# design 1

design_1/port_nets.png
(2 px per µm)
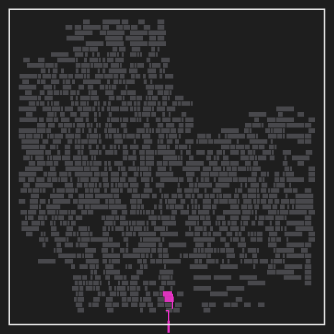

`config.mk`:
```
export PLATFORM = sky130hd
export DESIGN_NAME = stq_alloc_ctrl
export DESIGN_NICKNAME = d
export VERILOG_FILES = /design/src/rtl/stq_pkg.sv /design/src/rtl/stq_range_mask.sv /design/src/rtl/stq_alloc_ctrl.sv
export SDC_FILE = /design/constraint.sdc
export NUM_CORES = 1
export LEC_CHECK = 0
export CORE_MARGIN = 4
export CORE_UTILIZATION = 42
export DETAILED_ROUTE_END_ITERATION = 6
export GPL_ROUTABILITY_DRIVEN = 0
export PLACE_DENSITY = 0.7
export SYNTH_ARGS = -nofsm -noshare
export SYNTH_HDL_FRONTEND = slang
export SYNTH_SLANG_ARGS = --single-unit
```
`constraint.sdc`:
```
create_clock -name clk -period 6.6 [get_ports clk]
set_input_delay 1.98 -clock clk [delete_from_list [all_inputs] [get_ports clk]]
set_output_delay 1.98 -clock clk [all_outputs]
set_load 0.02 [all_outputs]
```
`src/rtl/stq_pkg.sv`:
```
// Shared definitions for the store-queue allocation controller.
//   STQ_BUF_COUNT : number of store-queue entries (power of two)
//   STQ_PTR_W     : log2(STQ_BUF_COUNT); pointers carry one extra wrap bit
package stq_pkg;

  localparam int unsigned STQ_BUF_COUNT = 32;
  localparam int unsigned STQ_PTR_W     = 5;

  typedef logic [STQ_PTR_W:0]       stq_ptr_t;  // index plus wrap bit
  typedef logic [STQ_PTR_W-1:0]     stq_idx_t;  // entry index
  typedef logic [STQ_BUF_COUNT-1:0] stq_vec_t;  // one bit per entry

endpackage

```
`src/rtl/stq_range_mask.sv`:
```
// Combinational range decoder: sets mask bit i for every entry index in the
// modular range [start_ptr, end_ptr). Pointers carry a wrap bit, so a range
// covering the whole queue (end - start == BUF_COUNT) yields all ones.
//   start_ptr : first pointer of the range (inclusive)
//   end_ptr   : last pointer of the range (exclusive)
//   mask      : BUF_COUNT-bit entry mask
module stq_range_mask
  import stq_pkg::*;
#(
  parameter int unsigned PTR_W     = STQ_PTR_W,
  parameter int unsigned BUF_COUNT = 1 << PTR_W
) (
  input  logic [PTR_W:0]     start_ptr,
  input  logic [PTR_W:0]     end_ptr,
  output logic [BUF_COUNT-1:0] mask
);

  logic [PTR_W:0]   len;
  logic [PTR_W-1:0] offs;

  // An entry is inside the range when its distance from start (mod
  // BUF_COUNT) is smaller than the range length.
  always_comb begin
    len  = end_ptr - start_ptr;
    mask = '0;
    offs = '0;
    for (int unsigned i = 0; i < BUF_COUNT; i++) begin
      offs    = PTR_W'(i) - start_ptr[PTR_W-1:0];
      mask[i] = ({1'b0, offs} < len);
    end
  end

endmodule

```
`src/rtl/stq_alloc_ctrl.sv`:
```
// Store-queue pointer and lifecycle controller.
// Allocates entries to up to two dispatched stores per cycle, commits the
// oldest entries on retirement, hands committed entries to the cache drain
// port one at a time and frees them on acknowledge; rewinds on exception.
//   clk, rst             : clock, asynchronous active-low reset
//   stallA, excpt        : dispatch stall, exception flush pulse
//   alloc0/1_req         : per-slot allocation requests
//   alloc_ok             : all requests this cycle granted (combinational)
//   alloc0/1_idx         : entry index offered to each slot
//   retire_cnt           : number of oldest stores retiring (0..2)
//   passe_en             : registered commit pulse per entry
//   drain_vld/idx/ack    : drain handshake towards the cache
//   free_en              : registered free pulse per entry
//   count, full, empty   : occupancy status
module stq_alloc_ctrl
  import stq_pkg::*;
#(
  parameter int unsigned BUF_COUNT = STQ_BUF_COUNT,
  parameter int unsigned PTR_W     = STQ_PTR_W
) (
  input  logic                 clk,
  input  logic                 rst,
  input  logic                 stallA,
  input  logic                 excpt,
  input  logic                 alloc0_req,
  input  logic                 alloc1_req,
  output logic                 alloc_ok,
  output logic [PTR_W-1:0]     alloc0_idx,
  output logic [PTR_W-1:0]     alloc1_idx,
  input  logic [1:0]           retire_cnt,
  output logic [BUF_COUNT-1:0] passe_en,
  output logic                 drain_vld,
  output logic [PTR_W-1:0]     drain_idx,
  input  logic                 drain_ack,
  output logic [BUF_COUNT-1:0] free_en,
  output logic [PTR_W:0]       count,
  output logic                 full,
  output logic                 empty
);

  logic [PTR_W:0]       tail, cptr, dptr;
  logic [PTR_W:0]       cptr_nxt, dptr_nxt, free_slots, nreq, uncommitted;
  logic                 drain_fire;
  logic [BUF_COUNT-1:0] passe_mask, flush_mask, drain_mask, free_nxt;

  assign nreq        = (PTR_W+1)'(alloc0_req) + (PTR_W+1)'(alloc1_req);
  assign count       = tail - dptr;
  assign uncommitted = tail - cptr;
  assign free_slots  = (PTR_W+1)'(BUF_COUNT) - count;
  assign full        = (count == (PTR_W+1)'(BUF_COUNT));
  assign empty       = (count == '0);

  assign alloc_ok   = !stallA && !excpt && (free_slots >= nreq);
  assign alloc0_idx = tail[PTR_W-1:0];
  assign alloc1_idx = tail[PTR_W-1:0] + PTR_W'(alloc0_req);

  assign cptr_nxt   = cptr + (PTR_W+1)'(retire_cnt);
  assign drain_vld  = (dptr != cptr);
  assign drain_idx  = dptr[PTR_W-1:0];
  assign drain_fire = drain_vld && drain_ack;
  assign dptr_nxt   = dptr + (PTR_W+1)'(drain_fire);

  // Entries committed this cycle: [cptr, cptr').
  stq_range_mask #(.PTR_W(PTR_W), .BUF_COUNT(BUF_COUNT)) u_passe (
    .start_ptr (cptr),
    .end_ptr   (cptr_nxt),
    .mask      (passe_mask)
  );

  // Entries discarded by an exception: [cptr', tail).
  stq_range_mask #(.PTR_W(PTR_W), .BUF_COUNT(BUF_COUNT)) u_flush (
    .start_ptr (cptr_nxt),
    .end_ptr   (tail),
    .mask      (flush_mask)
  );

  // Entry drained this cycle: [dptr, dptr + drain_fire).
  stq_range_mask #(.PTR_W(PTR_W), .BUF_COUNT(BUF_COUNT)) u_drain (
    .start_ptr (dptr),
    .end_ptr   (dptr_nxt),
    .mask      (drain_mask)
  );

  // Drained entries lie in [dptr, cptr) and flushed ones in [cptr', tail),
  // so the two sources never overlap.
  assign free_nxt = drain_mask | (excpt ? flush_mask : '0);

  always_ff @(posedge clk or negedge rst) begin
    if (!rst) begin
      tail     <= '0;
      cptr     <= '0;
      dptr     <= '0;
      passe_en <= '0;
      free_en  <= '0;
    end else begin
      if (excpt)         tail <= cptr_nxt;
      else if (alloc_ok) tail <= tail + nreq;
      cptr     <= cptr_nxt;
      dptr     <= dptr_nxt;
      passe_en <= passe_mask;
      free_en  <= free_nxt;
    end
  end

  a_retire_legal : assert property (@(posedge clk) disable iff (!rst)
    (retire_cnt != 2'd3) && ((PTR_W+1)'(retire_cnt) <= uncommitted))
    else $error("retire_cnt %0d exceeds uncommitted entries %0d", retire_cnt, uncommitted);

endmodule

```
# design 2

### src/rtl/vga_fb_arbiter_pkg.sv
// ---------------------------------------------------------------------------
// vga_fb_arbiter_pkg
//   Shared types and constants for the framebuffer arbiter and the VGA
//   timing block.
//
//   pixel_t       : 24-bit RGB pixel, 8 bits per channel (red in the MSBs).
//   grant_e       : SRAM port owner for the next cycle.
//   BLACK_PIXEL   : value returned for out-of-range fetches.
//   DEF_H_PIXELS  : default visible pixels per line (shared with vga timing).
//   DEF_V_LINES   : default visible lines per frame (shared with vga timing).
// ---------------------------------------------------------------------------
package vga_fb_arbiter_pkg;

    localparam int unsigned DEF_H_PIXELS = 640;
    localparam int unsigned DEF_V_LINES  = 480;

    typedef struct packed {
        logic [7:0] red;
        logic [7:0] green;
        logic [7:0] blue;
    } pixel_t;

    typedef enum logic [1:0] {
        G_IDLE  = 2'd0,
        G_READ  = 2'd1,
        G_WRITE = 2'd2
    } grant_e;

    localparam pixel_t BLACK_PIXEL = '0;

endpackage

### src/rtl/vga_fb_arbiter_addr_calc.sv
// ---------------------------------------------------------------------------
// fb_addr_calc
//   Combinational (x, y) to linear framebuffer word address, plus an
//   out-of-range flag. Instantiated once for the read side and once for the
//   write side of the arbiter.
//
//   x, y  : in  10-bit column / row.
//   addr  : out y*H_PIXELS + x in ADDR_W bits (only meaningful when !oob).
//   oob   : out high when x >= H_PIXELS or y >= V_LINES.
// ---------------------------------------------------------------------------
module fb_addr_calc
    import vga_fb_arbiter_pkg::*;
#(
    parameter int unsigned H_PIXELS = DEF_H_PIXELS,
    parameter int unsigned V_LINES  = DEF_V_LINES,
    parameter int unsigned ADDR_W   = 19
) (
    input  logic [9:0]        x,
    input  logic [9:0]        y,
    output logic [ADDR_W-1:0] addr,
    output logic              oob
);

    always_comb begin
        addr = ADDR_W'(y) * ADDR_W'(H_PIXELS) + ADDR_W'(x);
        oob  = (32'(x) >= H_PIXELS) || (32'(y) >= V_LINES);
    end

endmodule

### src/rtl/vga_fb_arbiter.sv
// ---------------------------------------------------------------------------
// vga_fb_arbiter
//   Shares one single-port synchronous framebuffer SRAM between the VGA
//   pixel fetch (fixed priority, one request per cycle) and a draw/CPU
//   writer using a valid/ready handshake. Read data returns to the VGA side
//   at a fixed latency of 2+RD_LATENCY cycles after the request.
//
//   Optional build macro: FB_DOUBLE_BUFFER_EN
//     Adds a second framebuffer selected by an extra mem_addr MSB. Reads
//     use the front bank, writes the back bank; the banks swap on the first
//     frame_start after a swap_req.
//
//   Ports
//     clock        in   sole clock, rising edge
//     reset        in   synchronous, active-low
//     vga_req      in   pixel fetch request
//     vga_x/vga_y  in   fetch coordinates
//     vga_valid    out  vga_data valid this cycle
//     vga_data     out  fetched pixel (black when out of range)
//     wr_valid     in   write request
//     wr_ready     out  write accepted when high with wr_valid
//     wr_x/wr_y    in   write coordinates
//     wr_data      in   pixel to write
//     frame_start  in   start-of-vblank pulse (used only with the macro)
//     swap_req     in   request a bank swap (macro only)
//     swap_pending out  swap waiting for frame_start (macro only)
//     mem_en       out  SRAM enable
//     mem_we       out  SRAM write enable
//     mem_addr     out  SRAM word address (+1 bank MSB with the macro)
//     mem_wdata    out  SRAM write data
//     mem_rdata    in   SRAM read data
// ---------------------------------------------------------------------------
module vga_fb_arbiter
    import vga_fb_arbiter_pkg::*;
#(
    parameter int unsigned H_PIXELS   = DEF_H_PIXELS,
    parameter int unsigned V_LINES    = DEF_V_LINES,
    parameter int unsigned ADDR_W     = 19,
    parameter int unsigned RD_LATENCY = 1
) (
    input  logic              clock,
    input  logic              reset,
    input  logic              vga_req,
    input  logic [9:0]        vga_x,
    input  logic [9:0]        vga_y,
    output logic              vga_valid,
    output logic [23:0]       vga_data,
    input  logic              wr_valid,
    output logic              wr_ready,
    input  logic [9:0]        wr_x,
    input  logic [9:0]        wr_y,
    input  logic [23:0]       wr_data,
    input  logic              frame_start,
`ifdef FB_DOUBLE_BUFFER_EN
    input  logic              swap_req,
    output logic              swap_pending,
    output logic [ADDR_W:0]   mem_addr,
`else
    output logic [ADDR_W-1:0] mem_addr,
`endif
    output logic              mem_en,
    output logic              mem_we,
    output logic [23:0]       mem_wdata,
    input  logic [23:0]       mem_rdata
);

`ifdef FB_DOUBLE_BUFFER_EN
    localparam int unsigned MEM_AW = ADDR_W + 1;
`else
    localparam int unsigned MEM_AW = ADDR_W;
`endif

    // Elaboration-time parameter legality checks.
    if ((64'd1 << ADDR_W) < 64'(H_PIXELS) * 64'(V_LINES)) begin : g_bad_addr_w
        $error("ADDR_W too small to address H_PIXELS*V_LINES words");
    end
    if (RD_LATENCY < 1 || RD_LATENCY > 3) begin : g_bad_rd_latency
        $error("RD_LATENCY must be in 1..3");
    end

    // -----------------------------------------------------------------------
    // Address generation
    // -----------------------------------------------------------------------
    logic [ADDR_W-1:0] rd_addr;
    logic [ADDR_W-1:0] wr_addr;
    logic              rd_oob;
    logic              wr_oob;
    logic [MEM_AW-1:0] rd_full;
    logic [MEM_AW-1:0] wr_full;

    fb_addr_calc #(
        .H_PIXELS (H_PIXELS),
        .V_LINES  (V_LINES),
        .ADDR_W   (ADDR_W)
    ) u_rd_addr (
        .x    (vga_x),
        .y    (vga_y),
        .addr (rd_addr),
        .oob  (rd_oob)
    );

    fb_addr_calc #(
        .H_PIXELS (H_PIXELS),
        .V_LINES  (V_LINES),
        .ADDR_W   (ADDR_W)
    ) u_wr_addr (
        .x    (wr_x),
        .y    (wr_y),
        .addr (wr_addr),
        .oob  (wr_oob)
    );

`ifdef FB_DOUBLE_BUFFER_EN
    logic front;

    // A request arriving on the swap edge stays pending for the next frame.
    always_ff @(posedge clock) begin
        if (!reset) begin
            front        <= 1'b0;
            swap_pending <= 1'b0;
        end else if (frame_start && swap_pending) begin
            front        <= ~front;
            swap_pending <= swap_req;
        end else if (swap_req) begin
            swap_pending <= 1'b1;
        end
    end

    always_comb begin
        rd_full = {front, rd_addr};
        wr_full = {~front, wr_addr};
    end
`else
    logic unused_frame_start;

    always_comb begin
        unused_frame_start = frame_start;
        rd_full            = rd_addr;
        wr_full            = wr_addr;
    end
`endif

    // -----------------------------------------------------------------------
    // Arbitration: VGA has absolute priority; the writer is ready whenever
    // the VGA side is not requesting (including for out-of-range writes).
    // -----------------------------------------------------------------------
    always_comb begin
        wr_ready = reset && !vga_req;
    end

    // -----------------------------------------------------------------------
    // Grant FSM
    // -----------------------------------------------------------------------
    grant_e            state;
    grant_e            next_state;
    logic [MEM_AW-1:0] addr_q;
    logic [23:0]       wdata_q;
    logic              oob_q;

    always_ff @(posedge clock) begin : state_reg
        if (!reset) begin
            state <= G_IDLE;
        end else begin
            state <= next_state;
        end
    end

    always_comb begin : next_state_logic
        next_state = G_IDLE;
        if (vga_req) begin
            next_state = G_READ;
        end else if (wr_valid) begin
            next_state = G_WRITE;
        end
    end

    // Access parameters captured alongside the grant; held while idle.
    always_ff @(posedge clock) begin : access_reg
        if (!reset) begin
            addr_q  <= '0;
            wdata_q <= '0;
            oob_q   <= 1'b0;
        end else begin
            case (next_state)
                G_READ: begin
                    addr_q <= rd_full;
                    oob_q  <= rd_oob;
                end
                G_WRITE: begin
                    addr_q  <= wr_full;
                    wdata_q <= wr_data;
                    oob_q   <= wr_oob;
                end
                default: begin
                end
            endcase
        end
    end

    // Out-of-range accesses keep their grant slot but never touch the SRAM.
    always_comb begin : output_logic
        mem_en    = 1'b0;
        mem_we    = 1'b0;
        mem_addr  = addr_q;
        mem_wdata = wdata_q;
        case (state)
            G_READ: begin
                mem_en = !oob_q;
            end
            G_WRITE: begin
                mem_en = !oob_q;
                mem_we = !oob_q;
            end
            default: begin
            end
        endcase
    end

    // -----------------------------------------------------------------------
    // Read return pipeline: stage i of the tag shift register lines up with
    // cycle N+1+i, so the last stage coincides with valid mem_rdata.
    // -----------------------------------------------------------------------
    logic [RD_LATENCY:0] tag_valid;
    logic [RD_LATENCY:0] tag_oob;
    pixel_t              rd_pixel;

    always_comb begin
        rd_pixel = tag_oob[RD_LATENCY] ? BLACK_PIXEL : pixel_t'(mem_rdata);
    end

    always_ff @(posedge clock) begin
        if (!reset) begin
            tag_valid <= '0;
            tag_oob   <= '0;
            vga_valid <= 1'b0;
            vga_data  <= '0;
        end else begin
            tag_valid <= {tag_valid[RD_LATENCY-1:0], vga_req};
            tag_oob   <= {tag_oob[RD_LATENCY-1:0], rd_oob};
            vga_valid <= tag_valid[RD_LATENCY];
            if (tag_valid[RD_LATENCY]) begin
                vga_data <= rd_pixel;
            end
        end
    end

endmodule

### config.mk
export PLATFORM = sky130hd
export DESIGN_NAME = vga_fb_arbiter
export DESIGN_NICKNAME = d
export VERILOG_FILES = /design/src/rtl/vga_fb_arbiter_pkg.sv /design/src/rtl/vga_fb_arbiter_addr_calc.sv /design/src/rtl/vga_fb_arbiter.sv
export SDC_FILE = /design/constraint.sdc
export NUM_CORES = 1
export LEC_CHECK = 0
export CAP_MARGIN = 25
export CELL_PAD_IN_SITES_DETAIL_PLACEMENT = 1
export CELL_PAD_IN_SITES_GLOBAL_PLACEMENT = 2
export CORE_UTILIZATION = 25
export CTS_CLUSTER_SIZE = 16
export DETAILED_ROUTE_END_ITERATION = 6
export HOLD_SLACK_MARGIN = 0.15
export MAX_ROUTING_LAYER = met4
export PLACE_DENSITY_LB_ADDON = 0.1
export RECOVER_POWER = 100
export SYNTH_ARGS = -nofsm -noshare
export SYNTH_HDL_FRONTEND = slang
export SYNTH_SLANG_ARGS = --single-unit
### constraint.sdc
create_clock -name clock -period 4.15 [get_ports clock]
set_input_delay 0.415 -clock clock [delete_from_list [all_inputs] [get_ports clock]]
set_output_delay 0.415 -clock clock [all_outputs]
set_load 0.005 [all_outputs]
design_2/port_nets.png
(3 px per µm)
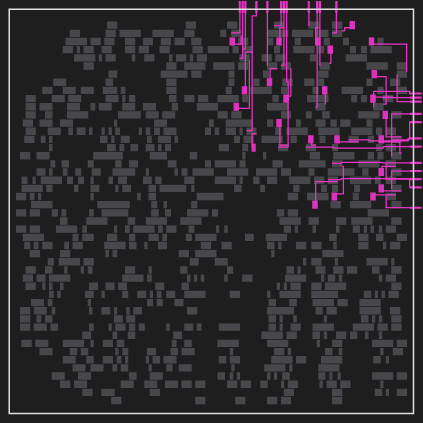
[mem_rdata] magenta | bits: 24 | direction: input | edge: 12 right, 12 top | end cells: 24 | wire: 695 µm
I/O Buffers: 162
I/O Pins: 164

==> results.sh, design 2 <==
# physical design summary
export IMPL_die_area_um2=18000
export IMPL_final_max_slew_viol_count=73
export IMPL_gp_congestion=0.719
export IMPL_hold_ws_ps=437
export IMPL_max_cap_violations=1
export IMPL_status="finished, violations left"
export IMPL_violations="capacitance limit, slew limit"
export IMPL_top_logic_kind="simple AND/OR/NAND/NOR gates"
export IMPL_path_depth=11
export IMPL_area_growth_syn_to_layout_pct=48.6
export IMPL_worst_slew_pin_slew_ps=2830
design_1/pins.png
(2 px per µm) Pins as bars across the die edge, other pins in grey.
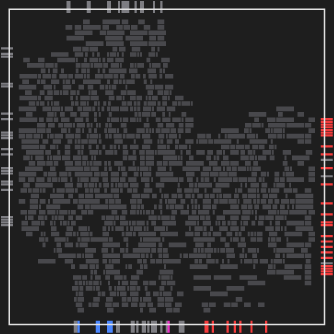
[alloc0_req] magenta | pins: 1 | direction: input | edge: bottom
[passe_en] red | pins: 32 | direction: output | edge: 24 right, 8 bottom
[count] blue | pins: 6 | direction: output | edge: bottom
all pins by edge: 33 bottom, 27 right, 22 left, 16 top

Notes on design_1/port_nets.png above:
[alloc0_req] magenta | bits: 1 | direction: input | edge: bottom | end cells: 2 | wire: 16.6 µm

==> results.sh, design 1 <==
# physical design summary
export IMPL_status="completed"
export IMPL_critPathTopFamily="AND-OR/OR-AND gates"
export IMPL_edf_count=0
export IMPL_synth_area_top_cells="ha_1, dfrtp_1, a21o_1, xnor2_1, inv_1"
export IMPL_clk_share=0.0304
export IMPL_grt_usage=0.186
export IMPL_seq_share=0.186
export IMPL_worstSetupPathType="in2out"
export IMPL_lay_top_count="ha_1"
export IMPL_antenna_left=0
export IMPL_buffers_excl_clock=125
export IMPL_ff_latch_area_um2=2050
export IMPL_cp_arrival_ps=4360
export IMPL_crit_reg2reg_launch="cptr[3]"
export IMPL_n_antenna_cell=0
export IMPL_pin_count=98
export IMPL_async_flop_share=1.00
export IMPL_synthesis_area_um2=9310
export IMPL_worst_r2r_setup_slack_ps=1910
export IMPL_required_ps=4620
export IMPL_grt_use_met1=0.238
export IMPL_lay_top_cells="ha_1, inv_1, clkdlybuf4s50_1"
export IMPL_ys_seq_share=0.220

# design 3

design_3/metal_stack.png
(2 px per µm)
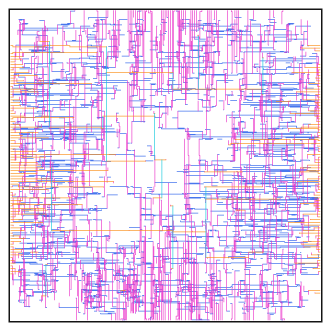
design_3/pins.png
(2 px per µm) Pins as bars across the die edge, other pins in grey.
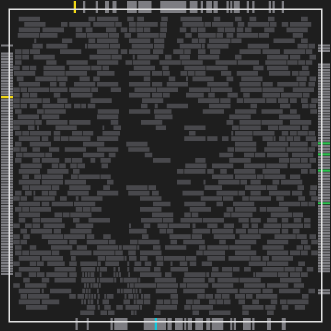
design_3/final_congestion.png
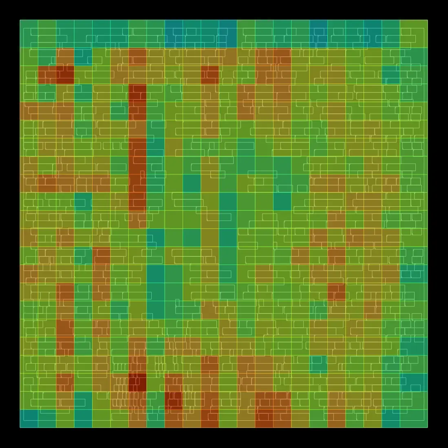
[config.mk]
export PLATFORM = sky130hd
export DESIGN_NAME = tl_ul_buffer
export DESIGN_NICKNAME = d
export VERILOG_FILES = /design/src/rtl/tl_ul_pkg.sv /design/src/rtl/tl_ul_fifo.sv /design/src/rtl/tl_ul_buffer.sv
export SDC_FILE = /design/constraint.sdc
export NUM_CORES = 1
export LEC_CHECK = 0
export ABC_AREA = 1
export CAP_MARGIN = 20
export CORE_UTILIZATION = 44
export DETAILED_ROUTE_END_ITERATION = 7
export PLACE_DENSITY_LB_ADDON = 0.15
export REMOVE_ABC_BUFFERS = 1
export SLEW_MARGIN = 40
export SYNTH_ARGS = -nofsm -noshare
export SYNTH_HDL_FRONTEND = slang
export SYNTH_SLANG_ARGS = --single-unit
[constraint.sdc]
create_clock -name clock -period 4.4 [get_ports clock]
set_input_delay 0.44 -clock clock [delete_from_list [all_inputs] [get_ports clock]]
set_output_delay 0.44 -clock clock [all_outputs]
set_load 0.01 [all_outputs]
[src/rtl/tl_ul_pkg.sv]
// tl_ul_pkg: TL-UL A/D beat payload types and opcode constants shared by the buffer.
package tl_ul_pkg;
  localparam logic [2:0] TL_PUT_FULL        = 3'd0;
  localparam logic [2:0] TL_PUT_PARTIAL     = 3'd1;
  localparam logic [2:0] TL_GET             = 3'd4;
  localparam logic [2:0] TL_ACCESS_ACK      = 3'd0;
  localparam logic [2:0] TL_ACCESS_ACK_DATA = 3'd1;
  typedef struct packed {
    logic [2:0]  opcode;
    logic [2:0]  param;
    logic [3:0]  size;
    logic [3:0]  source;
    logic [31:0] address;
    logic [3:0]  mask;
    logic [31:0] data;
    logic        corrupt;
  } tl_a_beat_t;
  typedef struct packed {
    logic [2:0]  opcode;
    logic [1:0]  param;
    logic [3:0]  size;
    logic [3:0]  source;
    logic        sink;
    logic        denied;
    logic [31:0] data;
    logic        corrupt;
  } tl_d_beat_t;
endpackage

[src/rtl/tl_ul_fifo.sv]
// tl_ul_fifo: count-tracked circular FIFO; FLOW=1 bypasses input to output while empty.
module tl_ul_fifo #(
  parameter int WIDTH = 8,
  parameter int DEPTH = 2,
  parameter bit FLOW  = 1'b0
) (
  input  logic             clk_i,
  input  logic             rst_ni,
  input  logic             in_valid_i,
  output logic             in_ready_o,
  input  logic [WIDTH-1:0] in_data_i,
  output logic             out_valid_o,
  input  logic             out_ready_i,
  output logic [WIDTH-1:0] out_data_o
);
  localparam int PW = (DEPTH > 1) ? $clog2(DEPTH) : 1;
  localparam int CW = $clog2(DEPTH + 1);
  localparam logic [PW-1:0] LAST = PW'(DEPTH - 1);
  localparam logic [CW-1:0] FULL = CW'(DEPTH);
  logic [WIDTH-1:0] mem_q [DEPTH];
  logic [PW-1:0] wr_q, wr_d, rd_q, rd_d;
  logic [CW-1:0] cnt_q, cnt_d;
  logic empty, bypass, push, pop;
  always_comb begin
    empty       = cnt_q == '0;
    in_ready_o  = cnt_q != FULL;
    bypass      = FLOW && empty;
    out_valid_o = !empty || (bypass && in_valid_i);
    out_data_o  = bypass ? in_data_i : mem_q[rd_q];
    // a bypassed beat consumed downstream this cycle never touches storage
    push        = in_valid_i && in_ready_o && !(bypass && out_ready_i);
    pop         = out_ready_i && !empty;
    wr_d        = push ? ((wr_q == LAST) ? '0 : wr_q + PW'(1)) : wr_q;
    rd_d        = pop ? ((rd_q == LAST) ? '0 : rd_q + PW'(1)) : rd_q;
    cnt_d       = (push && !pop) ? cnt_q + CW'(1) : (pop && !push) ? cnt_q - CW'(1) : cnt_q;
  end
  always_ff @(posedge clk_i) begin
    if (!rst_ni) begin
      wr_q  <= '0;
      rd_q  <= '0;
      cnt_q <= '0;
    end else begin
      wr_q  <= wr_d;
      rd_q  <= rd_d;
      cnt_q <= cnt_d;
    end
  end
  always_ff @(posedge clk_i) begin
    if (push) mem_q[wr_q] <= in_data_i;
  end
endmodule

[src/rtl/tl_ul_buffer.sv]
// tl_ul_buffer: independent A and D channel queues for TL-UL.
// Define TL_UL_BUFFER_FLOW_EN for zero-latency flow-through when a queue is empty.
module tl_ul_buffer
  import tl_ul_pkg::*;
#(
  parameter int A_DEPTH = 2,
  parameter int D_DEPTH = 2
) (
  input  logic        clock,
  input  logic        reset_n,
  input  logic        a_in_valid,
  output logic        a_in_ready,
  input  logic [2:0]  a_in_opcode,
  input  logic [2:0]  a_in_param,
  input  logic [3:0]  a_in_size,
  input  logic [3:0]  a_in_source,
  input  logic [31:0] a_in_address,
  input  logic [3:0]  a_in_mask,
  input  logic [31:0] a_in_data,
  input  logic        a_in_corrupt,
  output logic        a_out_valid,
  input  logic        a_out_ready,
  output logic [2:0]  a_out_opcode,
  output logic [2:0]  a_out_param,
  output logic [3:0]  a_out_size,
  output logic [3:0]  a_out_source,
  output logic [31:0] a_out_address,
  output logic [3:0]  a_out_mask,
  output logic [31:0] a_out_data,
  output logic        a_out_corrupt,
  input  logic        d_in_valid,
  output logic        d_in_ready,
  input  logic [2:0]  d_in_opcode,
  input  logic [1:0]  d_in_param,
  input  logic [3:0]  d_in_size,
  input  logic [3:0]  d_in_source,
  input  logic        d_in_sink,
  input  logic        d_in_denied,
  input  logic [31:0] d_in_data,
  input  logic        d_in_corrupt,
  output logic        d_out_valid,
  input  logic        d_out_ready,
  output logic [2:0]  d_out_opcode,
  output logic [1:0]  d_out_param,
  output logic [3:0]  d_out_size,
  output logic [3:0]  d_out_source,
  output logic        d_out_sink,
  output logic        d_out_denied,
  output logic [31:0] d_out_data,
  output logic        d_out_corrupt
);
`ifdef TL_UL_BUFFER_FLOW_EN
  localparam bit FLOW = 1'b1;
`else
  localparam bit FLOW = 1'b0;
`endif
  tl_a_beat_t a_in_b, a_out_b;
  tl_d_beat_t d_in_b, d_out_b;
  assign a_in_b = {a_in_opcode, a_in_param, a_in_size, a_in_source, a_in_address, a_in_mask, a_in_data, a_in_corrupt};
  assign {a_out_opcode, a_out_param, a_out_size, a_out_source, a_out_address, a_out_mask, a_out_data, a_out_corrupt} = a_out_b;
  assign d_in_b = {d_in_opcode, d_in_param, d_in_size, d_in_source, d_in_sink, d_in_denied, d_in_data, d_in_corrupt};
  assign {d_out_opcode, d_out_param, d_out_size, d_out_source, d_out_sink, d_out_denied, d_out_data, d_out_corrupt} = d_out_b;
  tl_ul_fifo #(.WIDTH($bits(tl_a_beat_t)), .DEPTH(A_DEPTH), .FLOW(FLOW)) u_a_fifo (
    .clk_i(clock), .rst_ni(reset_n),
    .in_valid_i(a_in_valid), .in_ready_o(a_in_ready), .in_data_i(a_in_b),
    .out_valid_o(a_out_valid), .out_ready_i(a_out_ready), .out_data_o(a_out_b)
  );
  tl_ul_fifo #(.WIDTH($bits(tl_d_beat_t)), .DEPTH(D_DEPTH), .FLOW(FLOW)) u_d_fifo (
    .clk_i(clock), .rst_ni(reset_n),
    .in_valid_i(d_in_valid), .in_ready_o(d_in_ready), .in_data_i(d_in_b),
    .out_valid_o(d_out_valid), .out_ready_i(d_out_ready), .out_data_o(d_out_b)
  );
endmodule
==> results.sh <==
# physical design summary
export IMPL_mux_area_frac=0.175
export IMPL_drc=0
export IMPL_path_max_fanout=45
export IMPL_p_comb_mw=2.16
export IMPL_top_regs="u_a_fifo.mem_q: 166 flops, u_d_fifo.mem_q: 96 flops"
export IMPL_switching_power_mw=1.95
export IMPL_critical_path_cell_chain="buf_12 -> mux2_2 -> clkdlybuf4s50_1"
export IMPL_crit_slowest_cell="dfxtp_4"
export IMPL_fin_crit_ps=3080
export IMPL_buffer_area_frac=0.200
export IMPL_lay_top_count="clkdlybuf4s50_1"
export IMPL_adder_share=0.00242
export IMPL_crit_end="a_out_data[5]"
export IMPL_fin_nets=918
export IMPL_clock_sinks=272
export IMPL_die_height_um=155
export IMPL_ys_ff=272
export IMPL_status="completed"
export IMPL_pwr_share_seq=0.450
export IMPL_drive_gt1_frac=0.227
export IMPL_max_slew_margin=0.464
export IMPL_post_cts_buffers=0
export IMPL_crit_reg2reg_launch="u_d_fifo.cnt_q[0]"
export IMPL_ff_type="edfxtp_1"
export IMPL_edf_count=262
export IMPL_first_global_vias=5439
export IMPL_inv_count=16
export IMPL_fp_row_count=55
export IMPL_die_area_um2=24200
export IMPL_cts_made_buffers=29
## Picture notes: design_3/metal_stack.png
[met3] orange | wire length: 1770 µm
[met1] blue | wire length: 8430 µm
[met2] magenta | wire length: 9780 µm
[met4] cyan | wire length: 315 µm
DRT Wirelength: 20300 µm
routed len/inst: 18.3 µm
via count: 5253
Tot GR Track Use: 0.167

## Picture notes: design_3/pins.png
[d_in_param] yellow | pins: 2 | direction: input | edge: 1 left, 1 top
[a_out_valid] cyan | pins: 1 | direction: output | edge: bottom
[a_out_source] green | pins: 4 | direction: output | edge: right
all pins by edge: 83 left, 82 right, 54 bottom, 53 top

## Picture notes: design_3/final_congestion.png
Layout Utilization: 0.624
met3 Use GR: 0.0532



==> layout pictures side by side <==
Sequential cells grouped by signal name.
(2 px per µm)
image #1
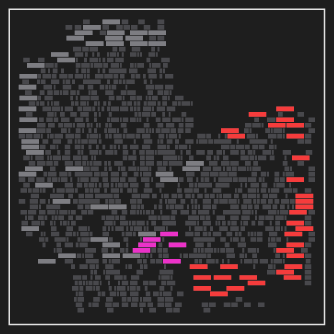
image #2
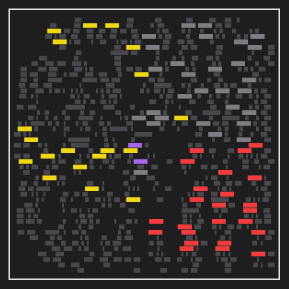
image #3
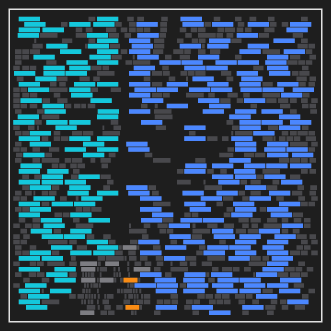
- design 3 = image #3
- design 2 = image #2
- design 1 = image #1

Key to image #1:
[passe_en] red | placed flops: 32
[tail] magenta | placed flops: 6 | where: bottom centre

